# ---- design 1 ----
Fig. 1: design 1, M1 wires
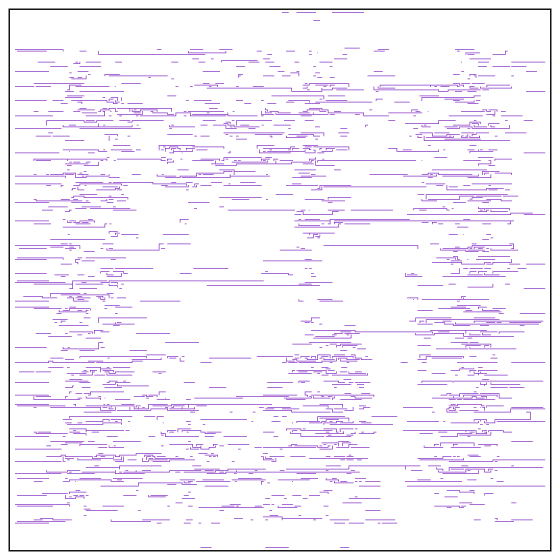

<file path="config.mk">
export PLATFORM = sky130hd
export DESIGN_NAME = controller_eval_sequencer
export DESIGN_NICKNAME = d
export VERILOG_FILES = /design/src/rtl/controller_eval_sequencer.sv
export SDC_FILE = /design/constraint.sdc
export NUM_CORES = 1
export LEC_CHECK = 0
export CORE_MARGIN = 5
export CORE_UTILIZATION = 39
export DETAILED_ROUTE_END_ITERATION = 10
export PLACE_DENSITY = 0.83
export SYNTH_ARGS = -nofsm -noshare
export SYNTH_HDL_FRONTEND = slang
export SYNTH_SLANG_ARGS = --single-unit
export TNS_END_PERCENT = 20
</file>
<file path="constraint.sdc">
create_clock -name Clock -period 1.7 [get_ports Clock]
set_clock_uncertainty 0.15 [all_clocks]
set_input_delay 0.17 -clock Clock [delete_from_list [all_inputs] [get_ports Clock]]
set_output_delay 0.17 -clock Clock [all_outputs]
set_load 0.01 [all_outputs]
</file>
<file path="src/rtl/controller_eval_sequencer.sv">
// Purpose : sequences the infix reduce loop (stack pops, ALU starts, final push or result).
// Latency : accept->done 3 cycles without reduction; each reduction adds 3 + ALU latency.
// Backpr. : req_ready high only in IDLE; req_valid elsewhere is dropped, not queued.
//
// Ports:
//   Clock, Reset                      clock, synchronous active-low reset
//   req_valid/ready/final/op/num      evaluation request (operator key or '=')
//   dt_*                              data stack top/status and pop/push strobes
//   op_*                              operator stack top/status and pop/push strobes
//   pr_top/pr_new/pr_res              precedence ROM query and answer
//   al_*                              ALU start/operands and done/result/error
//   done/result/err                   completion pulse, result, sticky error
module controller_eval_sequencer #(
    parameter int DATA_W = 32,
    parameter int OP_W   = 3
) (
    input  logic              Clock,
    input  logic              Reset,
    input  logic              req_valid,
    output logic              req_ready,
    input  logic              req_final,
    input  logic [OP_W-1:0]   req_op,
    input  logic [DATA_W-1:0] req_num,
    input  logic [DATA_W-1:0] dt_data,
    input  logic              dt_empty,
    input  logic              dt_full,
    output logic              dt_pop,
    output logic              dt_push,
    output logic [DATA_W-1:0] dt_wdata,
    input  logic [OP_W-1:0]   op_data,
    input  logic              op_empty,
    input  logic              op_full,
    output logic              op_pop,
    output logic              op_push,
    output logic [OP_W-1:0]   op_wdata,
    output logic [OP_W-1:0]   pr_top,
    output logic [OP_W-1:0]   pr_new,
    input  logic              pr_res,
    output logic              al_start,
    output logic [DATA_W-1:0] al_A,
    output logic [DATA_W-1:0] al_B,
    output logic [OP_W-1:0]   al_op,
    input  logic              al_done,
    input  logic [DATA_W-1:0] al_C,
    input  logic              al_err,
    output logic              done,
    output logic [DATA_W-1:0] result,
    output logic              err
);

    typedef enum logic [2:0] {
        S_IDLE, S_CHECK, S_POP, S_CALC, S_WAIT, S_PUSH, S_DONE, S_ERROR
    } state_t;

    state_t            r_state;
    logic [DATA_W-1:0] r_acc;
    logic [DATA_W-1:0] r_lhs;
    logic [DATA_W-1:0] r_result;
    logic [OP_W-1:0]   r_opr;
    logic [OP_W-1:0]   r_aop;
    logic              r_fin;
    logic              r_err;
    logic              r_req_ready;
    logic              r_dt_pop;
    logic              r_op_pop;
    logic              r_dt_push;
    logic              r_op_push;
    logic              r_al_start;
    logic              r_done;

    // Only this block moves the stacks, so their full flags seen in CHECK
    // are still valid in PUSH; the push strobe can thus be registered on
    // entry to PUSH and the PUSH-state decision stays consistent with it.
    logic w_push_ok;
    assign w_push_ok = !r_fin && !dt_full && !op_full;

    always_ff @(posedge Clock) begin
        if (!Reset) begin
            r_state     <= S_IDLE;
            r_acc       <= '0;
            r_lhs       <= '0;
            r_result    <= '0;
            r_opr       <= '0;
            r_aop       <= '0;
            r_fin       <= 1'b0;
            r_err       <= 1'b0;
            r_req_ready <= 1'b1;
            r_dt_pop    <= 1'b0;
            r_op_pop    <= 1'b0;
            r_dt_push   <= 1'b0;
            r_op_push   <= 1'b0;
            r_al_start  <= 1'b0;
            r_done      <= 1'b0;
        end else begin
            // all strobes are single-cycle unless re-asserted below
            r_dt_pop   <= 1'b0;
            r_op_pop   <= 1'b0;
            r_dt_push  <= 1'b0;
            r_op_push  <= 1'b0;
            r_al_start <= 1'b0;
            r_done     <= 1'b0;

            case (r_state)
                S_IDLE: begin
                    if (req_valid) begin
                        r_acc       <= req_num;
                        r_opr       <= req_op;
                        r_fin       <= req_final;
                        r_req_ready <= 1'b0;
                        r_state     <= S_CHECK;
                    end
                end
                S_CHECK: begin
                    if (op_empty) begin
                        r_dt_push <= w_push_ok;
                        r_op_push <= w_push_ok;
                        r_state   <= S_PUSH;
                    end else if (dt_empty) begin
                        // an operator with no left operand: stack underflow
                        r_err   <= 1'b1;
                        r_state <= S_ERROR;
                    end else if (r_fin || pr_res) begin
                        // '=' drains everything; otherwise equal precedence
                        // also reduces, giving left associativity
                        r_dt_pop <= 1'b1;
                        r_op_pop <= 1'b1;
                        r_state  <= S_POP;
                    end else begin
                        r_dt_push <= w_push_ok;
                        r_op_push <= w_push_ok;
                        r_state   <= S_PUSH;
                    end
                end
                S_POP: begin
                    r_lhs      <= dt_data;
                    r_aop      <= op_data;
                    r_al_start <= 1'b1;
                    r_state    <= S_CALC;
                end
                S_CALC: begin
                    r_state <= S_WAIT;
                end
                S_WAIT: begin
                    if (al_done) begin
                        if (al_err) begin
                            r_err   <= 1'b1;
                            r_state <= S_ERROR;
                        end else begin
                            r_acc   <= al_C;
                            r_state <= S_CHECK;
                        end
                    end
                end
                S_PUSH: begin
                    if (!r_fin && (dt_full || op_full)) begin
                        r_err   <= 1'b1;
                        r_state <= S_ERROR;
                    end else begin
                        // result is loaded with the done pulse so it is valid
                        // from the pulse onward
                        r_done   <= 1'b1;
                        r_result <= r_acc;
                        r_state  <= S_DONE;
                    end
                end
                S_DONE: begin
                    r_req_ready <= 1'b1;
                    r_state     <= S_IDLE;
                end
                S_ERROR: begin
                    r_err <= 1'b1;
                end
                default: begin
                    r_err   <= 1'b1;
                    r_state <= S_ERROR;
                end
            endcase
        end
    end

    assign req_ready = r_req_ready;
    assign dt_pop    = r_dt_pop;
    assign op_pop    = r_op_pop;
    assign dt_push   = r_dt_push;
    assign op_push   = r_op_push;
    assign dt_wdata  = r_acc;
    assign op_wdata  = r_opr;
    assign pr_top    = op_data;
    assign pr_new    = r_opr;
    assign al_start  = r_al_start;
    assign al_A      = r_lhs;
    assign al_B      = r_acc;
    assign al_op     = r_aop;
    assign done      = r_done;
    assign result    = r_result;
    assign err       = r_err;

endmodule
</file>
# ---- design 2 ----
**config.mk**
```make
export PLATFORM = sky130hd
export DESIGN_NAME = load_store_unit
export DESIGN_NICKNAME = d
export VERILOG_FILES = /design/src/rtl/lsu_pkg.sv /design/src/rtl/lsu_load_align.sv /design/src/rtl/load_store_unit.sv
export SDC_FILE = /design/constraint.sdc
export NUM_CORES = 1
export LEC_CHECK = 0
export ABC_AREA = 1
export CAP_MARGIN = 5
export CORE_MARGIN = 2
export CORE_UTILIZATION = 25
export DETAILED_ROUTE_END_ITERATION = 10
export GPL_ROUTABILITY_DRIVEN = 0
export GPL_TIMING_DRIVEN = 0
export PLACE_DENSITY = 0.59
export REMOVE_ABC_BUFFERS = 1
export SLEW_MARGIN = 25
export SYNTH_ARGS = -nofsm -noshare
export SYNTH_HDL_FRONTEND = slang
export SYNTH_SLANG_ARGS = --single-unit
export TNS_END_PERCENT = 50
```
**constraint.sdc**
```tcl
create_clock -name clk -period 4.7 [get_ports clk]
set_input_delay 0.94 -clock clk [delete_from_list [all_inputs] [get_ports clk]]
set_output_delay 0.94 -clock clk [all_outputs]
set_load 0.01 [all_outputs]
```
**src/rtl/lsu_pkg.sv**
```systemverilog
`default_nettype none
//============================================================================
// Module : lsu_pkg
// Brief  : func3 encodings, FSM state type and byte-lane size mask for the LSU.
// Rev    : 1.0
//============================================================================
package lsu_pkg;

  localparam logic [2:0] F3_B  = 3'd0;
  localparam logic [2:0] F3_H  = 3'd1;
  localparam logic [2:0] F3_W  = 3'd2;
  localparam logic [2:0] F3_BU = 3'd4;
  localparam logic [2:0] F3_HU = 3'd5;

  typedef enum logic [1:0] {
    IDLE  = 2'd0,
    BEAT0 = 2'd1,
    BEAT1 = 2'd2,
    RESP  = 2'd3
  } lsu_state_t;

  // Stores only know B/H/W; any other store func3 is treated as a word.
  function automatic logic [3:0] size_mask(input logic [2:0] func3, input logic is_store);
    logic [3:0] m;
    case (func3)
      F3_B:    m = 4'b0001;
      F3_H:    m = 4'b0011;
      F3_BU:   m = is_store ? 4'b1111 : 4'b0001;
      F3_HU:   m = is_store ? 4'b1111 : 4'b0011;
      default: m = 4'b1111;
    endcase
    return m;
  endfunction

endpackage
`default_nettype wire

```
**src/rtl/lsu_load_align.sv**
```systemverilog
`default_nettype none
//============================================================================
// Module : lsu_load_align
// Brief  : Shifts the two-beat read window down by the byte offset and
//          sign/zero-extends according to func3.
// Rev    : 1.0
//============================================================================
module lsu_load_align
  import lsu_pkg::*;
(
  input  logic [63:0] rd64,
  input  logic [1:0]  offset,
  input  logic [2:0]  func3,
  output logic [31:0] result
);

  logic [31:0] w_window;

  assign w_window = 32'(rd64 >> {offset, 3'b000});

  always_comb begin
    result = '0;
    case (func3)
      F3_B:    result = {{24{w_window[7]}}, w_window[7:0]};
      F3_H:    result = {{16{w_window[15]}}, w_window[15:0]};
      F3_W:    result = w_window;
      F3_BU:   result = {24'd0, w_window[7:0]};
      F3_HU:   result = {16'd0, w_window[15:0]};
      default: result = '0;
    endcase
  end

endmodule
`default_nettype wire

```
**src/rtl/load_store_unit.sv**
```systemverilog
`default_nettype none
//============================================================================
// Module : load_store_unit
// Brief  : Data-memory initiator: one load/store per handshake, word-aligned
//          beats with byte enables, extended load data. Macro
//          LSU_MISALIGN_SPLIT_EN enables two-beat misaligned accesses;
//          otherwise they are rejected with resp_err.
// Rev    : 1.0
//============================================================================
module load_store_unit
  import lsu_pkg::*;
#(
  parameter int ADDR_WIDTH = 32,
  parameter int DATA_WIDTH = 32,
  parameter int BYTE_WIDTH = 8
) (
  input  logic                             clk,
  input  logic                             rst,
  input  logic                             req_valid,
  output logic                             req_ready,
  input  logic                             req_we,
  input  logic [2:0]                       req_func3,
  input  logic [ADDR_WIDTH-1:0]            req_addr,
  input  logic [DATA_WIDTH-1:0]            req_wdata,
  output logic                             resp_valid,
  output logic [DATA_WIDTH-1:0]            resp_rdata,
  output logic                             resp_err,
  output logic                             mem_req,
  output logic                             mem_we,
  output logic [ADDR_WIDTH-1:0]            mem_addr,
  output logic [DATA_WIDTH-1:0]            mem_wdata,
  output logic [DATA_WIDTH/BYTE_WIDTH-1:0] mem_be,
  input  logic                             mem_ack,
  input  logic [DATA_WIDTH-1:0]            mem_rdata
);

  lsu_state_t            r_state;
  lsu_state_t            w_next_state;
  logic                  r_we;
  logic [2:0]            r_func3;
  logic [ADDR_WIDTH-1:0] r_addr;
  logic [31:0]           r_wdata;
  logic [31:0]           r_rdata0;
  logic [31:0]           r_resp_hold;
  logic [1:0]            w_offset;
  logic [ADDR_WIDTH-1:0] w_word_addr;
  logic [3:0]            w_be_beat0;
  logic [31:0]           w_wd_beat0;
  logic [63:0]           w_rd64;
  logic [31:0]           w_load_result;
  logic [31:0]           w_resp_data;
  logic                  w_accept;

  assign w_offset    = r_addr[1:0];
  assign w_word_addr = {r_addr[ADDR_WIDTH-1:2], 2'b00};
  assign w_accept    = req_valid && (r_state == IDLE);

`ifdef LSU_MISALIGN_SPLIT_EN
  logic [31:0] r_rdata1;
  logic [7:0]  w_be8;
  logic [63:0] w_wd64;
  logic        w_split;

  assign w_be8       = 8'({4'b0000, size_mask(r_func3, r_we)} << w_offset);
  assign w_wd64      = {32'd0, r_wdata} << {w_offset, 3'b000};
  assign w_split     = |w_be8[7:4];
  assign w_be_beat0  = w_be8[3:0];
  assign w_wd_beat0  = w_wd64[31:0];
  assign w_rd64      = {r_rdata1, r_rdata0};
  assign w_resp_data = r_we ? 32'd0 : w_load_result;
  assign resp_err    = 1'b0;
`else
  logic r_err;
  logic w_req_split;

  // Any lane pushed past lane 3 means the access would straddle two words.
  assign w_req_split = |(8'({4'b0000, size_mask(req_func3, req_we)} << req_addr[1:0]) & 8'hF0);
  assign w_be_beat0  = size_mask(r_func3, r_we) << w_offset;
  assign w_wd_beat0  = r_wdata << {w_offset, 3'b000};
  assign w_rd64      = {32'd0, r_rdata0};
  assign w_resp_data = (r_we || r_err) ? 32'd0 : w_load_result;
  assign resp_err    = resp_valid && r_err;
`endif

  lsu_load_align u_load_align (
    .rd64   (w_rd64),
    .offset (w_offset),
    .func3  (r_func3),
    .result (w_load_result)
  );

  always_ff @(posedge clk or posedge rst) begin
    if (rst) r_state <= IDLE;
    else     r_state <= w_next_state;
  end

  always_comb begin
    w_next_state = r_state;
    case (r_state)
      IDLE: begin
        if (req_valid) begin
`ifdef LSU_MISALIGN_SPLIT_EN
          w_next_state = BEAT0;
`else
          w_next_state = w_req_split ? RESP : BEAT0;
`endif
        end
      end
      BEAT0: begin
        if (mem_ack) begin
`ifdef LSU_MISALIGN_SPLIT_EN
          w_next_state = w_split ? BEAT1 : RESP;
`else
          w_next_state = RESP;
`endif
        end
      end
      BEAT1:   if (mem_ack) w_next_state = RESP;
      RESP:    w_next_state = IDLE;
      default: w_next_state = IDLE;
    endcase
  end

  always_comb begin
    req_ready  = 1'b0;
    resp_valid = 1'b0;
    mem_req    = 1'b0;
    mem_we     = 1'b0;
    mem_addr   = '0;
    mem_wdata  = '0;
    mem_be     = '0;
    case (r_state)
      IDLE: req_ready = 1'b1;
      BEAT0: begin
        mem_req   = 1'b1;
        mem_we    = r_we;
        mem_addr  = w_word_addr;
        mem_wdata = w_wd_beat0;
        mem_be    = w_be_beat0;
      end
`ifdef LSU_MISALIGN_SPLIT_EN
      BEAT1: begin
        mem_req   = 1'b1;
        mem_we    = r_we;
        mem_addr  = w_word_addr + ADDR_WIDTH'(4);
        mem_wdata = w_wd64[63:32];
        mem_be    = w_be8[7:4];
      end
`endif
      RESP:    resp_valid = 1'b1;
      default: ;
    endcase
  end

  // Live result during RESP, then held until the next completion.
  assign resp_rdata = (r_state == RESP) ? w_resp_data : r_resp_hold;

  always_ff @(posedge clk or posedge rst) begin
    if (rst) begin
      r_we        <= 1'b0;
      r_func3     <= '0;
      r_addr      <= '0;
      r_wdata     <= '0;
      r_rdata0    <= '0;
      r_resp_hold <= '0;
    end else begin
      if (w_accept) begin
        r_we     <= req_we;
        r_func3  <= req_func3;
        r_addr   <= req_addr;
        r_wdata  <= req_wdata;
        r_rdata0 <= '0;
      end
      if (r_state == BEAT0 && mem_ack) r_rdata0 <= mem_rdata;
      if (r_state == RESP) r_resp_hold <= w_resp_data;
    end
  end

`ifdef LSU_MISALIGN_SPLIT_EN
  always_ff @(posedge clk or posedge rst) begin
    if (rst)                               r_rdata1 <= '0;
    else if (w_accept)                     r_rdata1 <= '0;
    else if (r_state == BEAT1 && mem_ack)  r_rdata1 <= mem_rdata;
  end
`else
  always_ff @(posedge clk or posedge rst) begin
    if (rst)           r_err <= 1'b0;
    else if (w_accept) r_err <= w_req_split;
  end
`endif

endmodule
`default_nettype wire

```
# ---- design 3 ----
--- config.mk ---
export PLATFORM = sky130hd
export DESIGN_NAME = agc_servo_flat
export DESIGN_NICKNAME = d
export VERILOG_FILES = /design/src/rtl/agc_servo_if.sv /design/src/rtl/agc_servo.sv /design/src/flat_wrapper.sv
export SDC_FILE = /design/constraint.sdc
export NUM_CORES = 1
export LEC_CHECK = 0
export CAP_MARGIN = 10
export CORE_MARGIN = 1.5
export CORE_UTILIZATION = 53
export DETAILED_ROUTE_END_ITERATION = 7
export PLACE_DENSITY = 0.85
export SYNTH_ARGS = -nofsm -noshare
export SYNTH_HDL_FRONTEND = slang
export SYNTH_SLANG_ARGS = --single-unit
--- constraint.sdc ---
create_clock -name clk_i -period 7.74 [get_ports clk_i]
set_input_delay 1.935 -clock clk_i [delete_from_list [all_inputs] [get_ports clk_i]]
set_output_delay 1.935 -clock clk_i [all_outputs]
set_load 0.02 [all_outputs]
--- src/rtl/agc_servo_if.sv ---
// agc_servo_if: agc_core bus; master (servo) drives tick/rst/scale/offset/strobes, slave (core) returns done and the three accumulators
interface agc_servo_if;
  logic        agc_tick_o;
  logic        agc_rst_o;
  logic [16:0] agc_scale_o;
  logic [7:0]  agc_offset_o;
  logic        agc_scale_ce_o;
  logic        agc_offset_ce_o;
  logic        agc_apply_o;
  logic [23:0] sq_accum_i;
  logic [20:0] gt_accum_i;
  logic [20:0] lt_accum_i;
  logic        agc_done_i;
  modport master (
    output agc_tick_o, agc_rst_o, agc_scale_o, agc_offset_o, agc_scale_ce_o, agc_offset_ce_o, agc_apply_o,
    input  sq_accum_i, gt_accum_i, lt_accum_i, agc_done_i
  );
  modport slave (
    input  agc_tick_o, agc_rst_o, agc_scale_o, agc_offset_o, agc_scale_ce_o, agc_offset_ce_o, agc_apply_o,
    output sq_accum_i, gt_accum_i, lt_accum_i, agc_done_i
  );
endinterface

--- src/rtl/agc_servo.sv ---
// agc_servo: closed-loop AGC iterator (tick, wait, calc, load, apply, settle); ports: clk_i/rst_i, enable/single/init controls, target/deadbands, agc_core bus (master), busy/locked/err/iter_count status
module agc_servo #(
  parameter int          SCALE_SHIFT    = 8,
  parameter logic [16:0] INIT_SCALE     = 17'h04000,
  parameter int          SETTLE_CYCLES  = 16,
  parameter int          TIMEOUT_CYCLES = 262144,
  parameter int          LOCK_COUNT     = 4
) (
  input  logic        clk_i,
  input  logic        rst_i,
  input  logic        enable_i,
  input  logic        single_i,
  input  logic        init_i,
  input  logic [23:0] target_i,
  input  logic [23:0] deadband_i,
  input  logic [20:0] ofs_deadband_i,
  agc_servo_if.master core,
  output logic        busy_o,
  output logic        locked_o,
  output logic        err_o,
  output logic [15:0] iter_count_o
);
  localparam int CMAX = TIMEOUT_CYCLES > SETTLE_CYCLES ? TIMEOUT_CYCLES : SETTLE_CYCLES;
  localparam int CW = $clog2(CMAX) + 1;
  localparam int LW = $clog2(LOCK_COUNT + 1);
  typedef enum logic [2:0] {IDLE, TICK, WAIT, CALC, LOAD, APPLY, SETTLE} state_t;
  state_t state_q, state_d;
  logic [CW-1:0] cnt_q, cnt_d;
  logic [LW-1:0] lock_q, lock_d;
  logic [16:0] scale_q, scale_d, scale_n;
  logic [7:0] ofs_q, ofs_d;
  logic [23:0] sq_q, sq_d;
  logic [20:0] gt_q, gt_d, lt_q, lt_d;
  logic [15:0] iter_q, iter_d;
  logic tick_q, tick_d, arst_q, arst_d, ce_q, ce_d, apply_q, apply_d;
  logic busy_q, busy_d, locked_q, locked_d, err_q, err_d, blk_q, blk_d;
  logic signed [25:0] e, e_abs, sum;
  logic signed [21:0] d, odb;
  logic in_s, d_hi, d_lo;
  always_comb begin
    e = $signed({2'b0, target_i}) - $signed({2'b0, sq_q});
    e_abs = e[25] ? -e : e;
    in_s = e_abs <= $signed({2'b0, deadband_i});
    sum = $signed({9'b0, scale_q}) + (e >>> SCALE_SHIFT);
    scale_n = sum[25] ? 17'd0 : (|sum[24:17]) ? 17'h1FFFF : sum[16:0];
    d = $signed({1'b0, gt_q}) - $signed({1'b0, lt_q});
    odb = $signed({1'b0, ofs_deadband_i});
    d_hi = d > odb;
    d_lo = d < -odb;
  end
  always_comb begin
    state_d = state_q;
    cnt_d = cnt_q;
    lock_d = lock_q;
    scale_d = scale_q;
    ofs_d = ofs_q;
    sq_d = sq_q;
    gt_d = gt_q;
    lt_d = lt_q;
    iter_d = iter_q;
    err_d = err_q;
    arst_d = 1'b0;
    // a timeout blocks enable-driven restarts until enable_i is seen low
    blk_d = blk_q & enable_i;
    case (state_q)
      IDLE:
        if (init_i) begin
          scale_d = INIT_SCALE;
          ofs_d = '0;
          arst_d = 1'b1;
          err_d = 1'b0;
          lock_d = '0;
        end else begin
          lock_d = enable_i ? lock_q : '0;
          state_d = ((enable_i && !blk_q) || single_i) ? TICK : IDLE;
        end
      TICK: begin
        cnt_d = '0;
        state_d = WAIT;
      end
      WAIT:
        if (core.agc_done_i) begin
          sq_d = core.sq_accum_i;
          gt_d = core.gt_accum_i;
          lt_d = core.lt_accum_i;
          state_d = CALC;
        end else if (cnt_q == CW'(TIMEOUT_CYCLES - 1)) begin
          err_d = 1'b1;
          lock_d = '0;
          blk_d = 1'b1;
          state_d = IDLE;
        end else
          cnt_d = cnt_q + 1'b1;
      CALC: begin
        scale_d = in_s ? scale_q : scale_n;
        ofs_d = (d_hi && ofs_q != 8'h80) ? ofs_q - 8'd1 : (d_lo && ofs_q != 8'h7F) ? ofs_q + 8'd1 : ofs_q;
        lock_d = (in_s && !d_hi && !d_lo) ? ((lock_q == LW'(LOCK_COUNT)) ? lock_q : lock_q + 1'b1) : '0;
        state_d = LOAD;
      end
      LOAD: begin
        iter_d = iter_q + 16'd1;
        cnt_d = '0;
        state_d = APPLY;
      end
      APPLY: state_d = SETTLE;
      SETTLE:
        if (cnt_q == CW'(SETTLE_CYCLES - 1))
          state_d = IDLE;
        else
          cnt_d = cnt_q + 1'b1;
      default: state_d = IDLE;
    endcase
    // strobes decode the next state so every output comes straight from a flop
    tick_d = state_d == TICK;
    ce_d = state_d == LOAD;
    apply_d = state_d == APPLY;
    busy_d = state_d != IDLE;
    locked_d = lock_d == LW'(LOCK_COUNT);
  end
  always_ff @(posedge clk_i or posedge rst_i)
    if (rst_i) begin
      state_q <= IDLE;
      cnt_q <= '0;
      lock_q <= '0;
      scale_q <= INIT_SCALE;
      ofs_q <= '0;
      sq_q <= '0;
      gt_q <= '0;
      lt_q <= '0;
      iter_q <= '0;
      tick_q <= 1'b0;
      arst_q <= 1'b0;
      ce_q <= 1'b0;
      apply_q <= 1'b0;
      busy_q <= 1'b0;
      locked_q <= 1'b0;
      err_q <= 1'b0;
      blk_q <= 1'b0;
    end else begin
      state_q <= state_d;
      cnt_q <= cnt_d;
      lock_q <= lock_d;
      scale_q <= scale_d;
      ofs_q <= ofs_d;
      sq_q <= sq_d;
      gt_q <= gt_d;
      lt_q <= lt_d;
      iter_q <= iter_d;
      tick_q <= tick_d;
      arst_q <= arst_d;
      ce_q <= ce_d;
      apply_q <= apply_d;
      busy_q <= busy_d;
      locked_q <= locked_d;
      err_q <= err_d;
      blk_q <= blk_d;
    end
  assign core.agc_tick_o = tick_q;
  assign core.agc_rst_o = arst_q;
  assign core.agc_scale_o = scale_q;
  assign core.agc_offset_o = ofs_q;
  assign core.agc_scale_ce_o = ce_q;
  assign core.agc_offset_ce_o = ce_q;
  assign core.agc_apply_o = apply_q;
  assign busy_o = busy_q;
  assign locked_o = locked_q;
  assign err_o = err_q;
  assign iter_count_o = iter_q;
endmodule
--- src/flat_wrapper.sv ---
// flat-port wrapper written by rule: the top's interface ports become plain ports
module agc_servo_flat 
#(
  parameter int          SCALE_SHIFT    = 8,
  parameter logic [16:0] INIT_SCALE     = 17'h04000,
  parameter int          SETTLE_CYCLES  = 16,
  parameter int          TIMEOUT_CYCLES = 262144,
  parameter int          LOCK_COUNT     = 4
)
  (clk_i, rst_i, enable_i, single_i, init_i, target_i, deadband_i, ofs_deadband_i, busy_o, locked_o, err_o, iter_count_o, core_agc_tick_o, core_agc_rst_o, core_agc_scale_o, core_agc_offset_o, core_agc_scale_ce_o, core_agc_offset_ce_o, core_agc_apply_o, core_sq_accum_i, core_gt_accum_i, core_lt_accum_i, core_agc_done_i);
  agc_servo_if core_i ();
  input  logic clk_i;
  input  logic rst_i;
  input  logic enable_i;
  input  logic single_i;
  input  logic init_i;
  input  logic [23:0] target_i;
  input  logic [23:0] deadband_i;
  input  logic [20:0] ofs_deadband_i;
  output logic busy_o;
  output logic locked_o;
  output logic err_o;
  output logic [15:0] iter_count_o;
  output wire logic [$bits(core_i.agc_tick_o)-1:0] core_agc_tick_o;
  output wire logic [$bits(core_i.agc_rst_o)-1:0] core_agc_rst_o;
  output wire logic [$bits(core_i.agc_scale_o)-1:0] core_agc_scale_o;
  output wire logic [$bits(core_i.agc_offset_o)-1:0] core_agc_offset_o;
  output wire logic [$bits(core_i.agc_scale_ce_o)-1:0] core_agc_scale_ce_o;
  output wire logic [$bits(core_i.agc_offset_ce_o)-1:0] core_agc_offset_ce_o;
  output wire logic [$bits(core_i.agc_apply_o)-1:0] core_agc_apply_o;
  input wire logic [$bits(core_i.sq_accum_i)-1:0] core_sq_accum_i;
  input wire logic [$bits(core_i.gt_accum_i)-1:0] core_gt_accum_i;
  input wire logic [$bits(core_i.lt_accum_i)-1:0] core_lt_accum_i;
  input wire logic [$bits(core_i.agc_done_i)-1:0] core_agc_done_i;
  assign core_agc_tick_o = core_i.agc_tick_o;
  assign core_agc_rst_o = core_i.agc_rst_o;
  assign core_agc_scale_o = core_i.agc_scale_o;
  assign core_agc_offset_o = core_i.agc_offset_o;
  assign core_agc_scale_ce_o = core_i.agc_scale_ce_o;
  assign core_agc_offset_ce_o = core_i.agc_offset_ce_o;
  assign core_agc_apply_o = core_i.agc_apply_o;
  assign core_i.sq_accum_i = core_sq_accum_i;
  assign core_i.gt_accum_i = core_gt_accum_i;
  assign core_i.lt_accum_i = core_lt_accum_i;
  assign core_i.agc_done_i = core_agc_done_i;
  agc_servo #(.SCALE_SHIFT(SCALE_SHIFT), .INIT_SCALE(INIT_SCALE), .SETTLE_CYCLES(SETTLE_CYCLES), .TIMEOUT_CYCLES(TIMEOUT_CYCLES), .LOCK_COUNT(LOCK_COUNT)) u_core (.clk_i(clk_i), .rst_i(rst_i), .enable_i(enable_i), .single_i(single_i), .init_i(init_i), .target_i(target_i), .deadband_i(deadband_i), .ofs_deadband_i(ofs_deadband_i), .core(core_i), .busy_o(busy_o), .locked_o(locked_o), .err_o(err_o), .iter_count_o(iter_count_o));
endmodule
# ---- design 4 ----
===== config.mk =====
export PLATFORM = sky130hd
export DESIGN_NAME = logic_sweep_capture
export DESIGN_NICKNAME = d
export VERILOG_FILES = /design/src/rtl/logic_sweep_pkg.sv /design/src/rtl/logic_sweep_capture_settle_timer.sv /design/src/rtl/logic_sweep_capture.sv
export SDC_FILE = /design/constraint.sdc
export NUM_CORES = 1
export LEC_CHECK = 0
export ABC_CLOCK_PERIOD_IN_PS = 3050
export CORE_ASPECT_RATIO = 1.1
export CORE_MARGIN = 2
export CORE_UTILIZATION = 52
export CTS_CLUSTER_SIZE = 14
export DETAILED_ROUTE_END_ITERATION = 10
export PLACE_DENSITY = 0.78
export SYNTH_ARGS = -nofsm -noshare
export SYNTH_HDL_FRONTEND = slang
export SYNTH_HIERARCHICAL = 1
export SYNTH_SLANG_ARGS = --single-unit

===== constraint.sdc =====
create_clock -name CLK -period 3.05 [get_ports CLK]
set_input_delay 0.4575 -clock CLK [delete_from_list [all_inputs] [get_ports CLK]]
set_output_delay 0.4575 -clock CLK [all_outputs]
set_load 0.05 [all_outputs]

===== src/rtl/logic_sweep_pkg.sv =====
// Shared definitions for the logic sweep/capture stage.
//   - FSM state encoding (2-bit)
//   - stimulus width N_IN and truth-table width TBL_W
//   - MADAR_EXPECT: golden truth table of the Madar_Mantegi block
//   - lowest_set(): priority encoder, lowest set bit wins
package logic_sweep_pkg;

  localparam int unsigned N_IN  = 3;
  localparam int unsigned TBL_W = 8;

  localparam logic [TBL_W-1:0] MADAR_EXPECT = 8'hFA;

  typedef logic [1:0] state_t;

  localparam state_t StIdle   = 2'd0;
  localparam state_t StDrive  = 2'd1;  // vectors 0..6
  localparam state_t StLast   = 2'd2;  // vector 7
  localparam state_t StReport = 2'd3;

  // Index of the lowest set bit; 0 when v is all zero.
  function automatic logic [N_IN-1:0] lowest_set(input logic [TBL_W-1:0] v);
    logic [N_IN-1:0] idx;
    idx = '0;
    for (int i = TBL_W - 1; i >= 0; i--) begin
      if (v[i]) idx = N_IN'(i);
    end
    return idx;
  endfunction

endpackage


===== src/rtl/logic_sweep_capture_settle_timer.sv =====
// Loadable down-counter used to hold each stimulus vector for a fixed time.
//   clk_i   : clock
//   rst_ni  : asynchronous active-low reset
//   load_i  : load value_i into the counter (has priority over counting)
//   value_i : load value
//   zero_o  : counter is zero; counting stops at zero
module logic_sweep_capture_settle_timer #(
  parameter int unsigned Width = 4
) (
  input  logic             clk_i,
  input  logic             rst_ni,
  input  logic             load_i,
  input  logic [Width-1:0] value_i,
  output logic             zero_o
);

  logic [Width-1:0] cnt_q, cnt_d;

  always_comb begin
    cnt_d = cnt_q;
    if (load_i) begin
      cnt_d = value_i;
    end else if (cnt_q != '0) begin
      cnt_d = cnt_q - Width'(1);
    end
  end

  always_ff @(posedge clk_i or negedge rst_ni) begin
    if (!rst_ni) begin
      cnt_q <= '0;
    end else begin
      cnt_q <= cnt_d;
    end
  end

  assign zero_o = (cnt_q == '0);

endmodule


===== src/rtl/logic_sweep_capture.sv =====
// Stimulus/capture stage around a 3-input combinational block. Steps {A,B,C}
// through 0..7, holds each vector SETTLE cycles, samples X at the last edge of
// each window into TABLE, then compares TABLE with the EXPECT value latched at
// START and reports MISMATCH / FIRST_BAD with a one-cycle DONE pulse.
//   CLK, RST_N : clock, asynchronous active-low reset
//   START      : sweep request, accepted only in idle and not in the DONE cycle
//   EXPECT     : expected truth table (bit i for {A,B,C}=i), latched at START
//   X          : output of the block under test
//   A, B, C    : stimulus vector (A is the MSB)
//   BUSY, DONE : sweep in progress / sweep complete pulse
//   TABLE      : captured truth table
//   MISMATCH   : TABLE differs from latched EXPECT
//   FIRST_BAD  : lowest differing index, 0 when none
module logic_sweep_capture
  import logic_sweep_pkg::*;
#(
  parameter int unsigned SETTLE = 2  // cycles per vector, 1..15
) (
  input  logic             CLK,
  input  logic             RST_N,
  input  logic             START,
  input  logic [TBL_W-1:0] EXPECT,
  input  logic             X,
  output logic             A,
  output logic             B,
  output logic             C,
  output logic             BUSY,
  output logic             DONE,
  output logic [TBL_W-1:0] TABLE,
  output logic             MISMATCH,
  output logic [N_IN-1:0]  FIRST_BAD
);

  localparam int unsigned CntW = 4;
  localparam logic [CntW-1:0] SettleLoad = CntW'(SETTLE - 1);

  state_t           state_q, state_d;
  logic [N_IN-1:0]  idx_q;
  logic [N_IN-1:0]  abc_q;
  logic [TBL_W-1:0] exp_q;
  logic [TBL_W-1:0] table_q;
  logic             busy_q;
  logic             done_q;
  logic             mismatch_q;
  logic [N_IN-1:0]  first_bad_q;

  logic             cnt_zero;
  logic             start_ok;
  logic             capture;
  logic             timer_load;
  logic [TBL_W-1:0] diff;

  // The DONE cycle is already idle, but a START seen there is still ignored
  // so a held START cannot produce back-to-back DONE pulses.
  assign start_ok   = (state_q == StIdle) && START && !done_q;
  assign capture    = ((state_q == StDrive) || (state_q == StLast)) && cnt_zero;
  assign timer_load = start_ok || (capture && (state_q == StDrive));
  assign diff       = table_q ^ exp_q;

  logic_sweep_capture_settle_timer #(
    .Width (CntW)
  ) u_settle_timer (
    .clk_i   (CLK),
    .rst_ni  (RST_N),
    .load_i  (timer_load),
    .value_i (SettleLoad),
    .zero_o  (cnt_zero)
  );

  always_comb begin
    state_d = state_q;
    unique case (state_q)
      StIdle:   if (start_ok) state_d = StDrive;
      StDrive:  if (capture && (idx_q == 3'd6)) state_d = StLast;
      StLast:   if (capture) state_d = StReport;
      StReport: state_d = StIdle;
      default:  state_d = StIdle;
    endcase
  end

  always_ff @(posedge CLK or negedge RST_N) begin
    if (!RST_N) begin
      state_q     <= StIdle;
      idx_q       <= '0;
      abc_q       <= '0;
      exp_q       <= '0;
      table_q     <= '0;
      busy_q      <= 1'b0;
      done_q      <= 1'b0;
      mismatch_q  <= 1'b0;
      first_bad_q <= '0;
    end else begin
      state_q <= state_d;
      done_q  <= 1'b0;
      unique case (state_q)
        StIdle: begin
          if (start_ok) begin
            exp_q       <= EXPECT;
            idx_q       <= '0;
            abc_q       <= '0;
            table_q     <= '0;
            mismatch_q  <= 1'b0;
            first_bad_q <= '0;
            busy_q      <= 1'b1;
          end
        end
        StDrive, StLast: begin
          if (capture) begin
            table_q[idx_q] <= X;
            // Vector 7 stays on the pins through the report cycle.
            if (state_q == StDrive) begin
              idx_q <= idx_q + 3'd1;
              abc_q <= idx_q + 3'd1;
            end
          end
        end
        StReport: begin
          mismatch_q  <= |diff;
          first_bad_q <= lowest_set(diff);
          done_q      <= 1'b1;
          busy_q      <= 1'b0;
          abc_q       <= '0;
          idx_q       <= '0;
        end
        default: ;
      endcase
    end
  end

  assign A         = abc_q[2];
  assign B         = abc_q[1];
  assign C         = abc_q[0];
  assign BUSY      = busy_q;
  assign DONE      = done_q;
  assign TABLE     = table_q;
  assign MISMATCH  = mismatch_q;
  assign FIRST_BAD = first_bad_q;

endmodule


Fig. 2: design 2, M1 wires
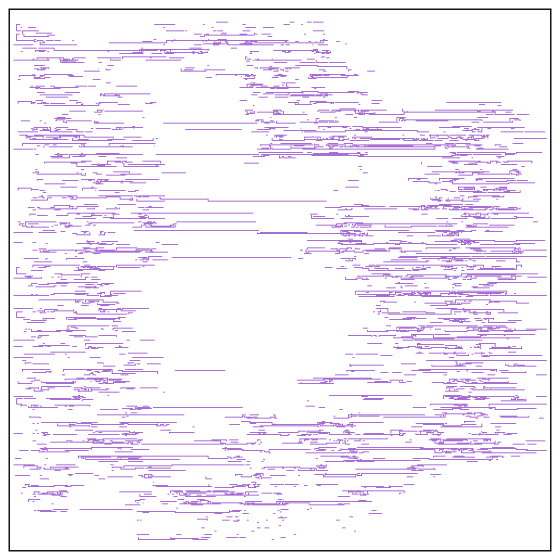
1084 nets have wire on it. The wires run mostly horizontal. The layer holds 44% of the routed length.

==> results_dict.tcl, design 2 <==
# collected from the flow reports
set metrics [dict create \
    status "finished clean" \
    final_common_cell "nand2_1" \
    drive_above_1_share 0.04647 \
    grt_pass1_wl_um 36220 \
    finalSetupViolCount 0 \
    num_vias 6555 \
    internal_power_mw 3.809 \
    grt_max_degree 88 \
    hold_path.class "register to register" \
    initial_utilization 0.2540 \
    cap_violations 0 \
    switching_share 0.4082 \
    fillers 2830 \
    clockBufferDepth 2 \
    power_mw 6.436 \
    comb_area_frac 0.2852 \
    hold_ws_ps 474.1 \
]
## design 2: logic make-up after synthesis
family,count (synthesis),synth area share
AND/OR/NAND/NOR,500,0.2929
adder cells (fa/ha/maj),5,0.009166
other,1,0.0005494
flip-flops,135,0.4950
AND-OR/OR-AND,130,0.1034
buffers and inverters,162,0.09899
## design 2: state kept, by name (all words and copies together) (netlist names)
register     flops
r_addr          32
r_rdata0        32
r_resp_hold     32
r_wdata         32
r_func3          3
r_state          2
r_err            1
r_we             1
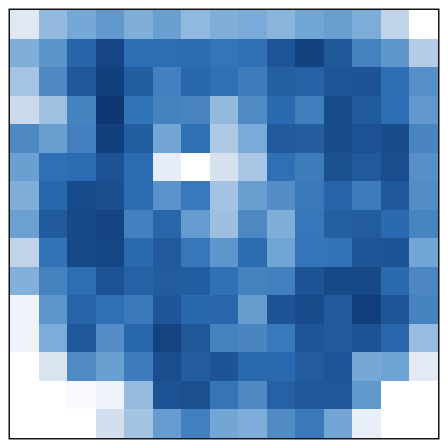
Fig. 3. Cell density map (design 3).
15 x 15 tiles, from white (low) to dark blue (high), 0 to 100% covered.
The emptiest ninth of the die: bottom left. The mean over all tiles is 63%. 41% of the tiles are over 75% full. 5.3% of the tiles are nearly empty. The fullest tile reaches 97%.

==> results_dict.tcl, design 3 <==
# collected from the flow reports
set metrics [dict create \
    adder_share 0.1599 \
    rsz0062_at_grt "true" \
    fmax_ghz 0.1333 \
    nClkBuffers 17 \
    worstHoldPathCells 1 \
    reg2reg_to "u_core.core.agc_offset_o[7]" \
    synth_flops 140 \
    routed.top_layer "met4" \
    ctsHoldBuffers 0 \
    met2_usage 0.4583 \
    status "finished clean" \
    logic_gates 1036 \
    finalSetupTns_ps 0 \
    finalHoldViolCount 0 \
    die_y_um 150.5 \
]
[design 3: registers in the layout, summed over array words and instances (netlist names), 3 cells and up]
name / count
u_core.sq_q: 24
u_core.gt_q: 21
u_core.lt_q: 21
u_core.cnt_q: 19
u_core.core.agc_scale_o: 17
u_core.iter_count_o: 16
u_core.core.agc_offset_o: 8
u_core.lock_q: 3
u_core.state_q: 3
[design 3: repair_timing]
item	in CTS	in global routing
buffers inserted	0	2
endpoints found under the setup margin	0	21
gates resized	0	8
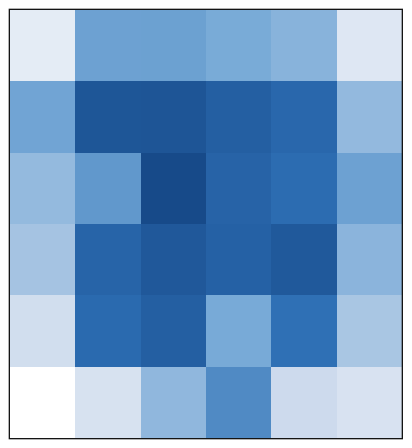
Fig. 4. Cell density map (design 4).
6 x 6 tiles, from white (low) to dark blue (high), 0 to 100% covered.
The mean over all tiles is 54%. The emptiest ninth of the die: bottom left. The fullest tile reaches 90%. 2.8% of the tiles are nearly empty. The densest ninth of the die: middle. 36% of the tiles are over 75% full.

==> results_dict.tcl, design 4 <==
# collected from the flow reports
set metrics [dict create \
    slew_headroom 0.6607 \
    finalSetupViolCount 0 \
    ctsHoldBuffers 0 \
    period_used_share 0.7565 \
    htreeDepth 2 \
    path_buffers 2 \
    cts_tree "done" \
    final_util 0.6816 \
    core_area_um2 3100 \
    yosys_cells 162 \
    path_cells "inv_1 -> ha_1 -> nor3b_4 -> inv_1 -> nor2_1 -> nand2_1 -> nand2_1 -> nor3_1 -> a221o_1" \
    n_antenna_cell 0 \
    compound_area_frac 0.1909 \
    muxShareOfSynthArea 0.08315 \
    grt_max_degree 32 \
    cp.required_ps 3270 \
    bufAreaShareNonClock 0.1362 \
    cp_max_fo 8 \
    status "finished clean" \
    critPathLaunch "u_settle_timer/cnt_q[0]" \
    syn_inst 162 \
]
==> design 4: stage by stage <==
stage | setup WS [ps] | area (µm²) | hold slack (ps)
after floorplan | 937.9 | 1738 | 161.9
after global placement | 834.5 | 2027 | 481.2
after detailed placement | 738.2 | 2027 | 495.5
after CTS | 752.3 | 2113 | 501.2
after global routing | 554.9 | 2113 | 537.0
final | 742.6 | 2113 | 504.1
==> design 4: where the power goes <==
group / internal, mW / switching (mW)
combinational: 0.582 / 0.860
clock: 0.194 / 0.146
sequential: 0.584 / 0.163
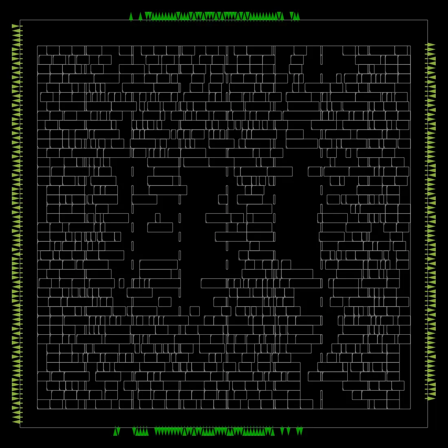
Fig. 5. Placement view (design 1).
std cell rows: 39
Seq/total area: 0.2983
non-filler cells, final: 905
Final Core Density: 0.6510
Well Taps: 143

About Fig. 1:
765 nets have wire on it. The layer carries 5470 µm of wire.

==> results_dict.tcl, design 1 <==
# collected from the flow reports
set metrics [dict create \
    comb_area_frac 0.2531 \
    worst_slew_pin_slew_ps 398.5 \
    grt_max_degree 73 \
    grt_pass1_vias 4615 \
    status "finished clean" \
    synthFlopType "dfxtp_1" \
    fin_area_um2 7528 \
    p_clk_mw 2.44 \
    finalSetupTns_ps 0 \
    worstHoldPathCells 3 \
    clkLatencyLatePin_ps 340 \
    timing.final.ws_setup_ps 36.33 \
    htreeDepth 3 \
    p_comb_frac 0.264 \
    dp_cells 889 \
    regArea_um2 2246 \
]
[design 1: flip-flops by register name (all words and copies together), names as in the netlist]
register	flops
al_A	32
al_B	32
al_op	3
al_start	1
done	1
err	1
op_pop	1
op_push	1
op_wdata	3
r_fin	1
r_state	3
req_ready	1
result	32
[design 1: per-layer routing]
| metal | GRT usage | vias up |
|---|---|---|
| met5 | 0 | - |
| met1 | 0.2071 | 2094 |
| met2 | 0.3663 | 214 |
| met3 | 0.07441 | 24 |
| li1 | - | 2192 |
| met4 | 0.06445 | 2 |


==> screenshots <==
M2 wires.
image #1
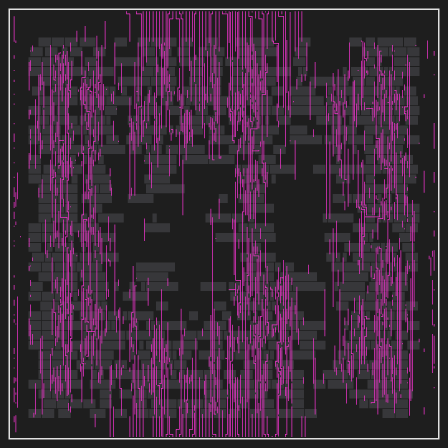
image #2
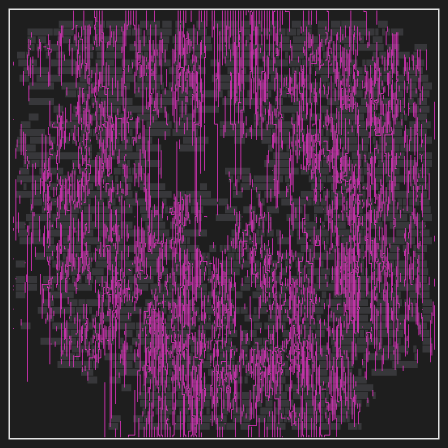
image #3
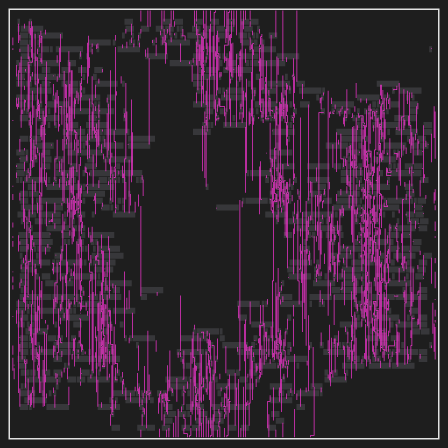
image #4
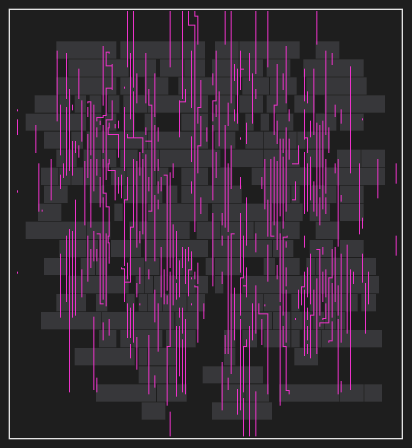
Design 2 is image #3.
Design 1 is image #1.
Design 3 is image #2.
Design 4 is image #4.

Key to image #1:
The layer carries 7490 µm of wire. The layer holds 51% of the routed length. 752 nets have wire on it. The wires run mostly vertical.


==> layout pictures side by side <==
Placement view.
(a)
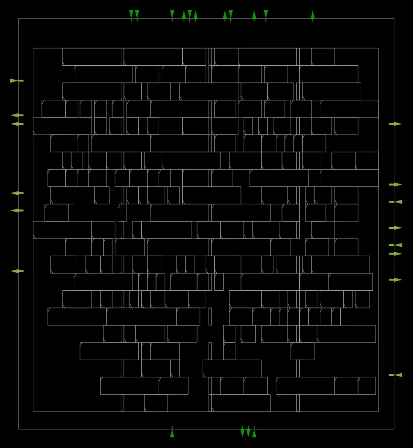
(b)
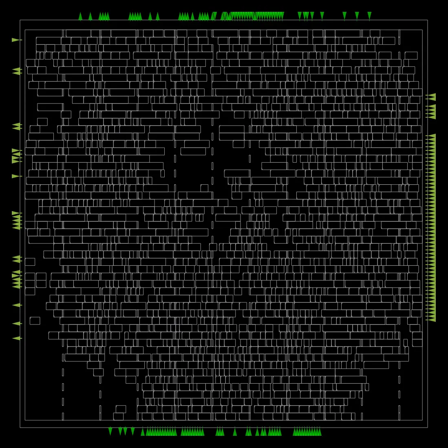
(c)
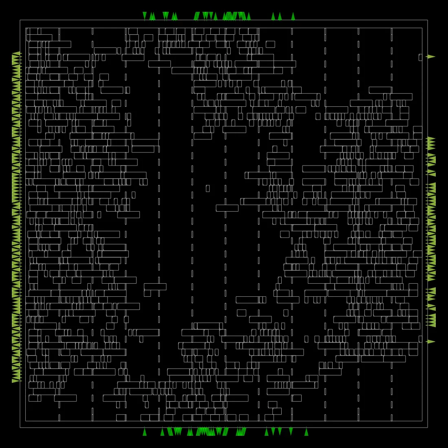
| from | picture |
|---|---|
| design 3 | (b) |
| design 2 | (c) |
| design 4 | (a) |
- most cells: (b)
- fewest sequential cells: (a)

No activity file was given, so power comes from the tool's default toggle rates.
